######## block 1 ########
Figure 1. Track usage over the die (block 1).
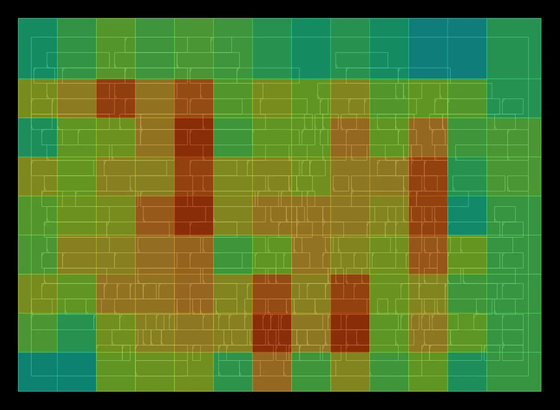

==> src/rtl/counter_cmd_seq.sv <==
// counter_cmd_seq: queues LOAD/RUN/NOP commands in a small FIFO and replays
// them as registered cen/wen/dat waveforms for a downstream up-counter.
module counter_cmd_seq #(
    parameter int WIDTH = 8,
    parameter int DEPTH = 4
) (
    input  logic                     clk,
    input  logic                     rst_n,
    input  logic                     cmd_valid,
    output logic                     cmd_ready,
    input  logic [1:0]               cmd_op,
    input  logic [WIDTH-1:0]         cmd_arg,
    output logic                     cen,
    output logic                     wen,
    output logic [WIDTH-1:0]         dat,
    output logic                     done,
    output logic                     busy,
    output logic [$clog2(DEPTH):0]   level
);

    localparam int AW = $clog2(DEPTH);

    typedef enum logic [1:0] {
        OP_NOP   = 2'b00,
        OP_LOAD  = 2'b01,
        OP_RUN   = 2'b10,
        OP_ABORT = 2'b11
    } op_t;

    typedef enum logic [1:0] {
        S_IDLE,
        S_LOAD,
        S_RUN,
        S_SLOT
    } state_t;

    logic [WIDTH+1:0] mem [DEPTH];
    logic [AW-1:0]    rd_ptr;
    logic [AW-1:0]    wr_ptr;
    state_t           state;
    state_t           state_nxt;
    logic [WIDTH-1:0] arg_q;
    logic [WIDTH-1:0] arg_nxt;
    logic             slot_q;
    logic             accept;
    logic             abort;
    logic             push;
    logic             pop;
    logic             last;
    logic             cen_nxt;
    logic             wen_nxt;
    logic             done_nxt;
    logic             slot_nxt;
    logic [WIDTH-1:0] dat_nxt;
    logic [WIDTH+1:0] head;
    op_t              head_op;
    logic [WIDTH-1:0] head_arg;

    assign cmd_ready = (level != (AW+1)'(DEPTH));
    assign accept    = cmd_valid & cmd_ready;
    assign abort     = accept & (cmd_op == OP_ABORT);
    assign push      = accept & ~abort;
    assign head      = mem[rd_ptr];
    assign head_op   = op_t'(head[WIDTH+1:WIDTH]);
    assign head_arg  = head[WIDTH-1:0];

    // The state register holds the cycle being prepared; the output registers
    // present it one edge later, so pop -> first output is one extra cycle and
    // back-to-back commands still stream with no gap. The state != S_IDLE term
    // keeps busy high across the cycle between a pop and its first output.
    assign busy = (level != '0) | cen | wen | slot_q | (state != S_IDLE);

    // Next-state, run-length update, FIFO pop and next output values
    always_comb begin
        state_nxt = state;
        arg_nxt   = arg_q;
        pop       = 1'b0;
        last      = 1'b0;
        cen_nxt   = 1'b0;
        wen_nxt   = 1'b0;
        done_nxt  = 1'b0;
        slot_nxt  = 1'b0;
        dat_nxt   = '0;
        case (state)
            S_LOAD: begin
                wen_nxt  = 1'b1;
                dat_nxt  = arg_q;
                done_nxt = 1'b1;
                last     = 1'b1;
            end
            S_RUN: begin
                cen_nxt = 1'b1;
                arg_nxt = arg_q - WIDTH'(1);
                if (arg_q == WIDTH'(1)) begin
                    done_nxt = 1'b1;
                    last     = 1'b1;
                end
            end
            S_SLOT: begin
                slot_nxt = 1'b1;
                last     = 1'b1;
            end
            default: last = 1'b1;
        endcase
        if (last) begin
            state_nxt = S_IDLE;
            if (level != '0) begin
                pop     = 1'b1;
                arg_nxt = head_arg;
                case (head_op)
                    OP_LOAD: state_nxt = S_LOAD;
                    OP_RUN:  state_nxt = (head_arg == '0) ? S_SLOT : S_RUN;
                    default: state_nxt = S_SLOT;
                endcase
            end
        end
        if (abort) begin
            state_nxt = S_IDLE;
            arg_nxt   = '0;
            pop       = 1'b0;
            cen_nxt   = 1'b0;
            wen_nxt   = 1'b0;
            done_nxt  = 1'b0;
            slot_nxt  = 1'b0;
            dat_nxt   = '0;
        end
    end

    // State, run-length and registered outputs
    always_ff @(posedge clk or negedge rst_n) begin
        if (!rst_n) begin
            state  <= S_IDLE;
            arg_q  <= '0;
            cen    <= 1'b0;
            wen    <= 1'b0;
            done   <= 1'b0;
            dat    <= '0;
            slot_q <= 1'b0;
        end else begin
            state  <= state_nxt;
            arg_q  <= arg_nxt;
            cen    <= cen_nxt;
            wen    <= wen_nxt;
            done   <= done_nxt;
            dat    <= dat_nxt;
            slot_q <= slot_nxt;
        end
    end

    // FIFO pointers and occupancy; ABORT flushes everything
    always_ff @(posedge clk or negedge rst_n) begin
        if (!rst_n) begin
            rd_ptr <= '0;
            wr_ptr <= '0;
            level  <= '0;
        end else if (abort) begin
            rd_ptr <= '0;
            wr_ptr <= '0;
            level  <= '0;
        end else begin
            if (push) wr_ptr <= wr_ptr + AW'(1);
            if (pop)  rd_ptr <= rd_ptr + AW'(1);
            case ({push, pop})
                2'b10:   level <= level + (AW+1)'(1);
                2'b01:   level <= level - (AW+1)'(1);
                default: level <= level;
            endcase
        end
    end

    // FIFO storage
    always_ff @(posedge clk) begin
        if (push) mem[wr_ptr] <= {cmd_op, cmd_arg};
    end

endmodule

==> config.mk <==
export PLATFORM = sky130hd
export DESIGN_NAME = counter_cmd_seq
export DESIGN_NICKNAME = d
export VERILOG_FILES = /design/src/rtl/counter_cmd_seq.sv
export SDC_FILE = /design/constraint.sdc
export NUM_CORES = 1
export LEC_CHECK = 0
export CORE_ASPECT_RATIO = 0.7
export CORE_MARGIN = 2
export CORE_UTILIZATION = 56
export CTS_BUF_LIST = sky130_fd_sc_hd__clkbuf_16
export DETAILED_ROUTE_END_ITERATION = 16
export PLACE_DENSITY = 0.85
export REMOVE_ABC_BUFFERS = 1
export SLEW_MARGIN = 20
export SYNTH_ARGS = -nofsm -noshare
export SYNTH_HDL_FRONTEND = slang
export SYNTH_SLANG_ARGS = --single-unit
==> constraint.sdc <==
create_clock -name clk -period 3.3 [get_ports clk]
set_input_delay 0.825 -clock clk [delete_from_list [all_inputs] [get_ports clk]]
set_output_delay 0.825 -clock clk [all_outputs]
set_load 0.03 [all_outputs]
######## block 2 ########
<file path="src/rtl/seg_scan_decoder.sv">
// seg_scan_decoder: recovers hex digits and decimal points
// from a multiplexed 7-segment scan by dwell-qualified sampling.
//
// Ports:
//   mclk           system clock, rising edge
//   rst_n          synchronous active-low reset
//   an[7:0]        anode enables, active-low, an[0] = digit 1
//   seg[6:0]       cathodes {g,f,e,d,c,b,a}, active-low
//   dp             decimal point cathode, active-low
//   out1..out8     recovered hex value per digit
//   dp_cap[7:0]    recovered decimal points, 1 = lit
//   dig_valid[7:0] digit holds a successfully decoded value
//   frame_done     pulse when all 8 digits seen since last pulse
//   err            pulse on illegal anode or segment pattern
module seg_scan_decoder #(
  parameter int STABLE_CYCLES = 4
) (
  input  logic       mclk,
  input  logic       rst_n,
  input  logic [7:0] an,
  input  logic [6:0] seg,
  input  logic       dp,
  output logic [3:0] out1,
  output logic [3:0] out2,
  output logic [3:0] out3,
  output logic [3:0] out4,
  output logic [3:0] out5,
  output logic [3:0] out6,
  output logic [3:0] out7,
  output logic [3:0] out8,
  output logic [7:0] dp_cap,
  output logic [7:0] dig_valid,
  output logic       frame_done,
  output logic       err
);

  localparam logic [7:0] STAB = 8'(STABLE_CYCLES);

  // sample stage (s_*) and the sample before it (p_*)
  logic [7:0] s_an;
  logic [6:0] s_seg;
  logic       s_dp;
  logic [7:0] p_an;
  logic [6:0] p_seg;
  logic       p_dp;

  logic [7:0] cnt;
  logic [7:0] cnt_nxt;
  logic       changed;
  logic       capture;

  logic [7:0] anl;
  logic       blank;
  logic       single;
  logic       multi;
  logic [2:0] idx;
  logic       legal;
  logic [3:0] hex;

  logic [3:0] dig_q [8];
  logic [7:0] seen;
  logic [7:0] seen_set;

  function automatic logic [4:0] seg_dec(
    input logic [6:0] p
  );
    logic [4:0] r;
    case (p)
      7'h3F:   r = {1'b1, 4'h0};
      7'h06:   r = {1'b1, 4'h1};
      7'h5B:   r = {1'b1, 4'h2};
      7'h4F:   r = {1'b1, 4'h3};
      7'h66:   r = {1'b1, 4'h4};
      7'h6D:   r = {1'b1, 4'h5};
      7'h7D:   r = {1'b1, 4'h6};
      7'h07:   r = {1'b1, 4'h7};
      7'h7F:   r = {1'b1, 4'h8};
      7'h6F:   r = {1'b1, 4'h9};
      7'h77:   r = {1'b1, 4'hA};
      7'h7C:   r = {1'b1, 4'hB};
      7'h39:   r = {1'b1, 4'hC};
      7'h5E:   r = {1'b1, 4'hD};
      7'h79:   r = {1'b1, 4'hE};
      7'h71:   r = {1'b1, 4'hF};
      default: r = 5'h00;
    endcase
    return r;
  endfunction

  always_ff @(posedge mclk) begin
    if (!rst_n) begin
      s_an  <= 8'hFF;
      s_seg <= 7'h7F;
      s_dp  <= 1'b1;
      p_an  <= 8'hFF;
      p_seg <= 7'h7F;
      p_dp  <= 1'b1;
      cnt   <= 8'd0;
    end else begin
      s_an  <= an;
      s_seg <= seg;
      s_dp  <= dp;
      p_an  <= s_an;
      p_seg <= s_seg;
      p_dp  <= s_dp;
      cnt   <= cnt_nxt;
    end
  end

  // Capture fires on the edge the counter first reaches
  // STAB; a saturated counter (STAB = 255) must not refire,
  // hence the extra qualifier.
  always_comb begin
    changed = {s_an, s_seg, s_dp}
           != {p_an, p_seg, p_dp};
    if (changed) begin
      cnt_nxt = 8'd1;
    end else if (cnt == 8'hFF) begin
      cnt_nxt = cnt;
    end else begin
      cnt_nxt = cnt + 8'd1;
    end
    capture = (cnt_nxt == STAB)
           && (changed || cnt != STAB);
  end

  // anode class: one-hot test on the active-high view
  always_comb begin
    anl    = ~s_an;
    blank  = (anl == 8'd0);
    single = !blank
          && ((anl & (anl - 8'd1)) == 8'd0);
    multi  = !blank && !single;
    idx    = 3'd0;
    for (int i = 0; i < 8; i++) begin
      if (anl[i]) begin
        idx = 3'(i);
      end
    end
  end

  assign {legal, hex} = seg_dec(~s_seg);

  always_comb begin
    seen_set = seen;
    if (capture && single && legal) begin
      seen_set[idx] = 1'b1;
    end
  end

  always_ff @(posedge mclk) begin
    if (!rst_n) begin
      for (int i = 0; i < 8; i++) begin
        dig_q[i] <= 4'h0;
      end
      dp_cap     <= 8'h00;
      dig_valid  <= 8'h00;
      seen       <= 8'h00;
      frame_done <= 1'b0;
      err        <= 1'b0;
    end else begin
      frame_done <= 1'b0;
      err        <= 1'b0;
      if (capture) begin
        unique case (1'b1)
          multi: begin
            err <= 1'b1;
          end
          single: begin
            dp_cap[idx] <= ~s_dp;
            if (legal) begin
              dig_q[idx]     <= hex;
              dig_valid[idx] <= 1'b1;
              // full mask closes the frame and restarts it
              if (seen_set == 8'hFF) begin
                seen       <= 8'h00;
                frame_done <= 1'b1;
              end else begin
                seen <= seen_set;
              end
            end else begin
              err            <= 1'b1;
              dig_valid[idx] <= 1'b0;
            end
          end
          default: begin
          end
        endcase
      end
    end
  end

  assign out1 = dig_q[0];
  assign out2 = dig_q[1];
  assign out3 = dig_q[2];
  assign out4 = dig_q[3];
  assign out5 = dig_q[4];
  assign out6 = dig_q[5];
  assign out7 = dig_q[6];
  assign out8 = dig_q[7];

endmodule

</file>
<file path="config.mk">
export PLATFORM = sky130hd
export DESIGN_NAME = seg_scan_decoder
export DESIGN_NICKNAME = d
export VERILOG_FILES = /design/src/rtl/seg_scan_decoder.sv
export SDC_FILE = /design/constraint.sdc
export NUM_CORES = 1
export LEC_CHECK = 0
export ABC_AREA = 1
export CORE_MARGIN = 2
export CORE_UTILIZATION = 40
export DETAILED_ROUTE_END_ITERATION = 6
export DONT_BUFFER_PORTS = 1
export SYNTH_ARGS = -nofsm -noshare
export SYNTH_HDL_FRONTEND = slang
export SYNTH_SLANG_ARGS = --single-unit
</file>
<file path="constraint.sdc">
create_clock -name mclk -period 2.53 [get_ports mclk]
set_input_delay 0.759 -clock mclk [delete_from_list [all_inputs] [get_ports mclk]]
set_output_delay 0.759 -clock mclk [all_outputs]
set_load 0.005 [all_outputs]
</file>
Figure 2. Signal wires on met1 (block 1).
Supply wires on this layer in gray.
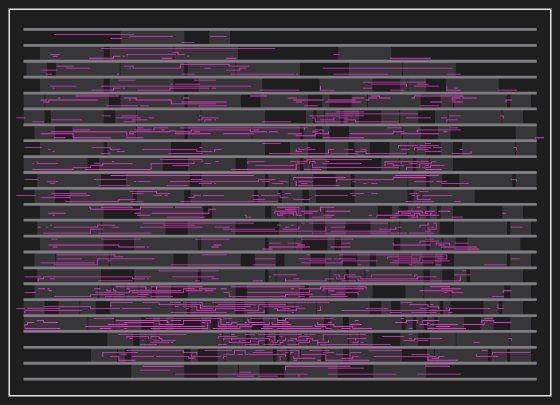
nets with wire on the layer = 240
share of all routed wire = 50%
routed wire length: 5294 um
met1 usage: 28.65%
via count: 1,757

Figure 3. The metal 2 layer (block 1).
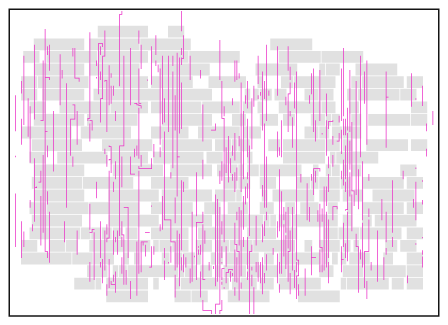
share of all routed wire = 45%
main direction = vertical
wire length on this layer = 2,380 um
longest straight run = 47.9 um
nets with wire on the layer = 212
met2 usage: 29.47%

Notes on Figure 1 above:
Tot GR Track Use: 20.27%
fin util: 70.97%

==> impl_metrics.json, block 1 <==
{
  "placementRows": 22,
  "wl_per_cell_um": 16.24,
  "cts_sinks": 69,
  "yosys_cells": 215,
  "fp.dieW_um": 92.41,
  "comb_cells": 124,
  "grt_max_degree": 30,
  "ctsLongestPathBuffers": 2,
  "cts_hold_buffers": 0,
  "yosys_area_sq_um": 3064,
  "fin_area_sq_um": 3731,
  "layout_top_cell": "edfxtp_1",
  "end_kind": "primary output",
  "register_area_sq_um": 1927,
  "yosysTopAreaCellShare_pct": 39.20,
  "drt-pass1-iter-count": 4,
  "drc_errors": 0,
  "fin_ws_ns": 0.1209,
  "compound_area_share_pct": 7.227,
  "warning_count": 33,
  "crit_end": "busy",
  "numSynthFlops": 69,
  "post-route-min-period_ns": 3.179,
  "reg_top3": "mem: 40 flops, arg_q: 8 flops, dat: 8 flops",
  "clkTransAtPathRegs_ns": 0.06,
  "status": "complete, no violations",
  "p_seq_w": 0.00136,
  "synthToLayoutAreaGrowth_pct": 21.76,
  "dominant-cell-class": "flip-flops and latches",
  "nNonClkBuffers": 33,
  "htree_levels": 3,
  "lay_top_cells": "edfxtp_1, dfrtp_1, clkdlybuf4s50_1",
  "final_cells": 326,
  "critPathTopFamily": "simple AND/OR/NAND/NOR gates"
}
Figure 4. The metal 2 layer (block 2).
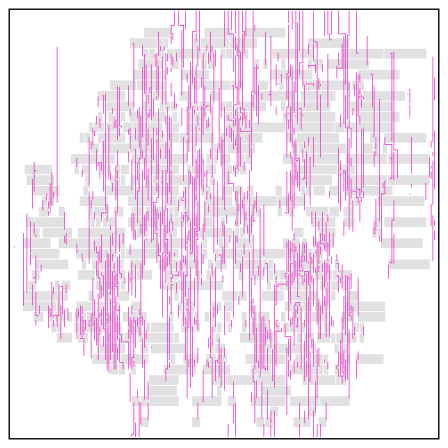
share of all routed wire = 50%
longest straight run = 43.2 um
nets with wire on the layer = 512
main direction = vertical
via count: 3,650
routed wire length: 10,520 um
met2 usage: 28.79%

==> impl_metrics.json, block 2 <==
{
  "status": "complete, no violations",
  "synthArstFlopShare_pct": 0,
  "comb_area_sq_um": 1982,
  "fmax_ghz": 0.4017,
  "compound_area_share_pct": 6.694,
  "tns_ns": 0,
  "yosysWarnings": 0,
  "dp_slack_ns": -0.05570,
  "ys_sh_xor_pct": 1.350,
  "timing.hold.ws_ns": 0.4676,
  "ctsLongestPathBuffers": 2,
  "r2r-end": "seen[0]$_SDFFE_PN0N_",
  "grt_pass1_vias": 3457,
  "worstMarginPinSlew_ns": 0.6148,
  "numSynthFlops": 98,
  "grt_overflow": 0,
  "hold_end": "dp_cap[6]$_SDFFE_PN0P_",
  "worst-path-stages": 15,
  "drive_gt1_share_pct": 26.16,
  "clkPwrFrac_pct": 41.3,
  "core_sq_um": 10980,
  "seq_cells": 98
}

==> gallery <==
I/O nets highlighted.
Scale bar: 20 um.
Plate I
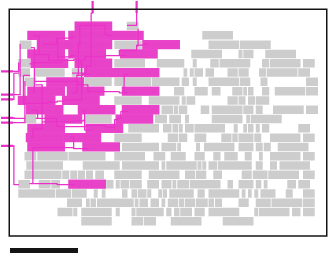
Plate II
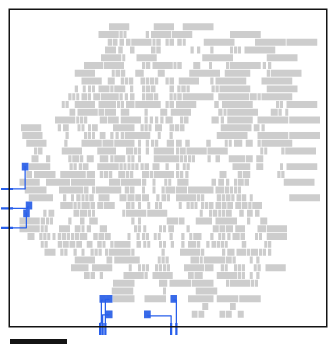
- largest die: Plate II
- most cells: Plate II
block 2 -> Plate II
block 1 -> Plate I



==> layout pictures side by side <==
Sequential cells colored by netlist name.
Other sequential cells in the stronger gray, the rest of the logic in the fainter gray.
(a)
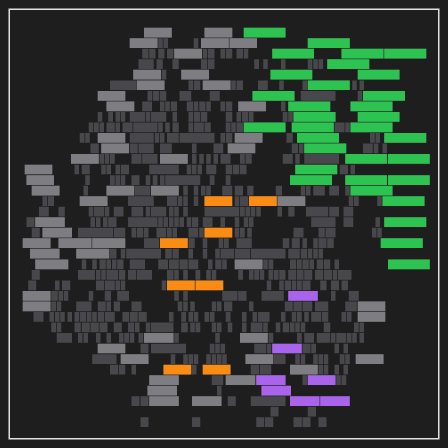
(b)
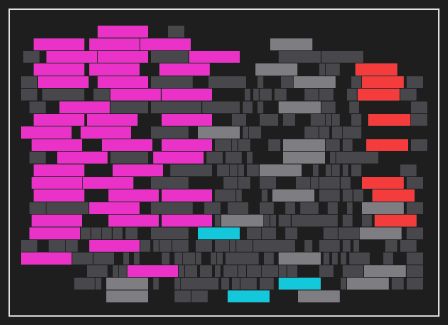
block 2 -> (a)
block 1 -> (b)
The one with the most sequential cells is (a).
The one with the most cells is (a).

Key to (a):
orange -> p_an  # sequential cells 8
purple -> s_seg  # sequential cells 7
green -> dig_q  # sequential cells 32

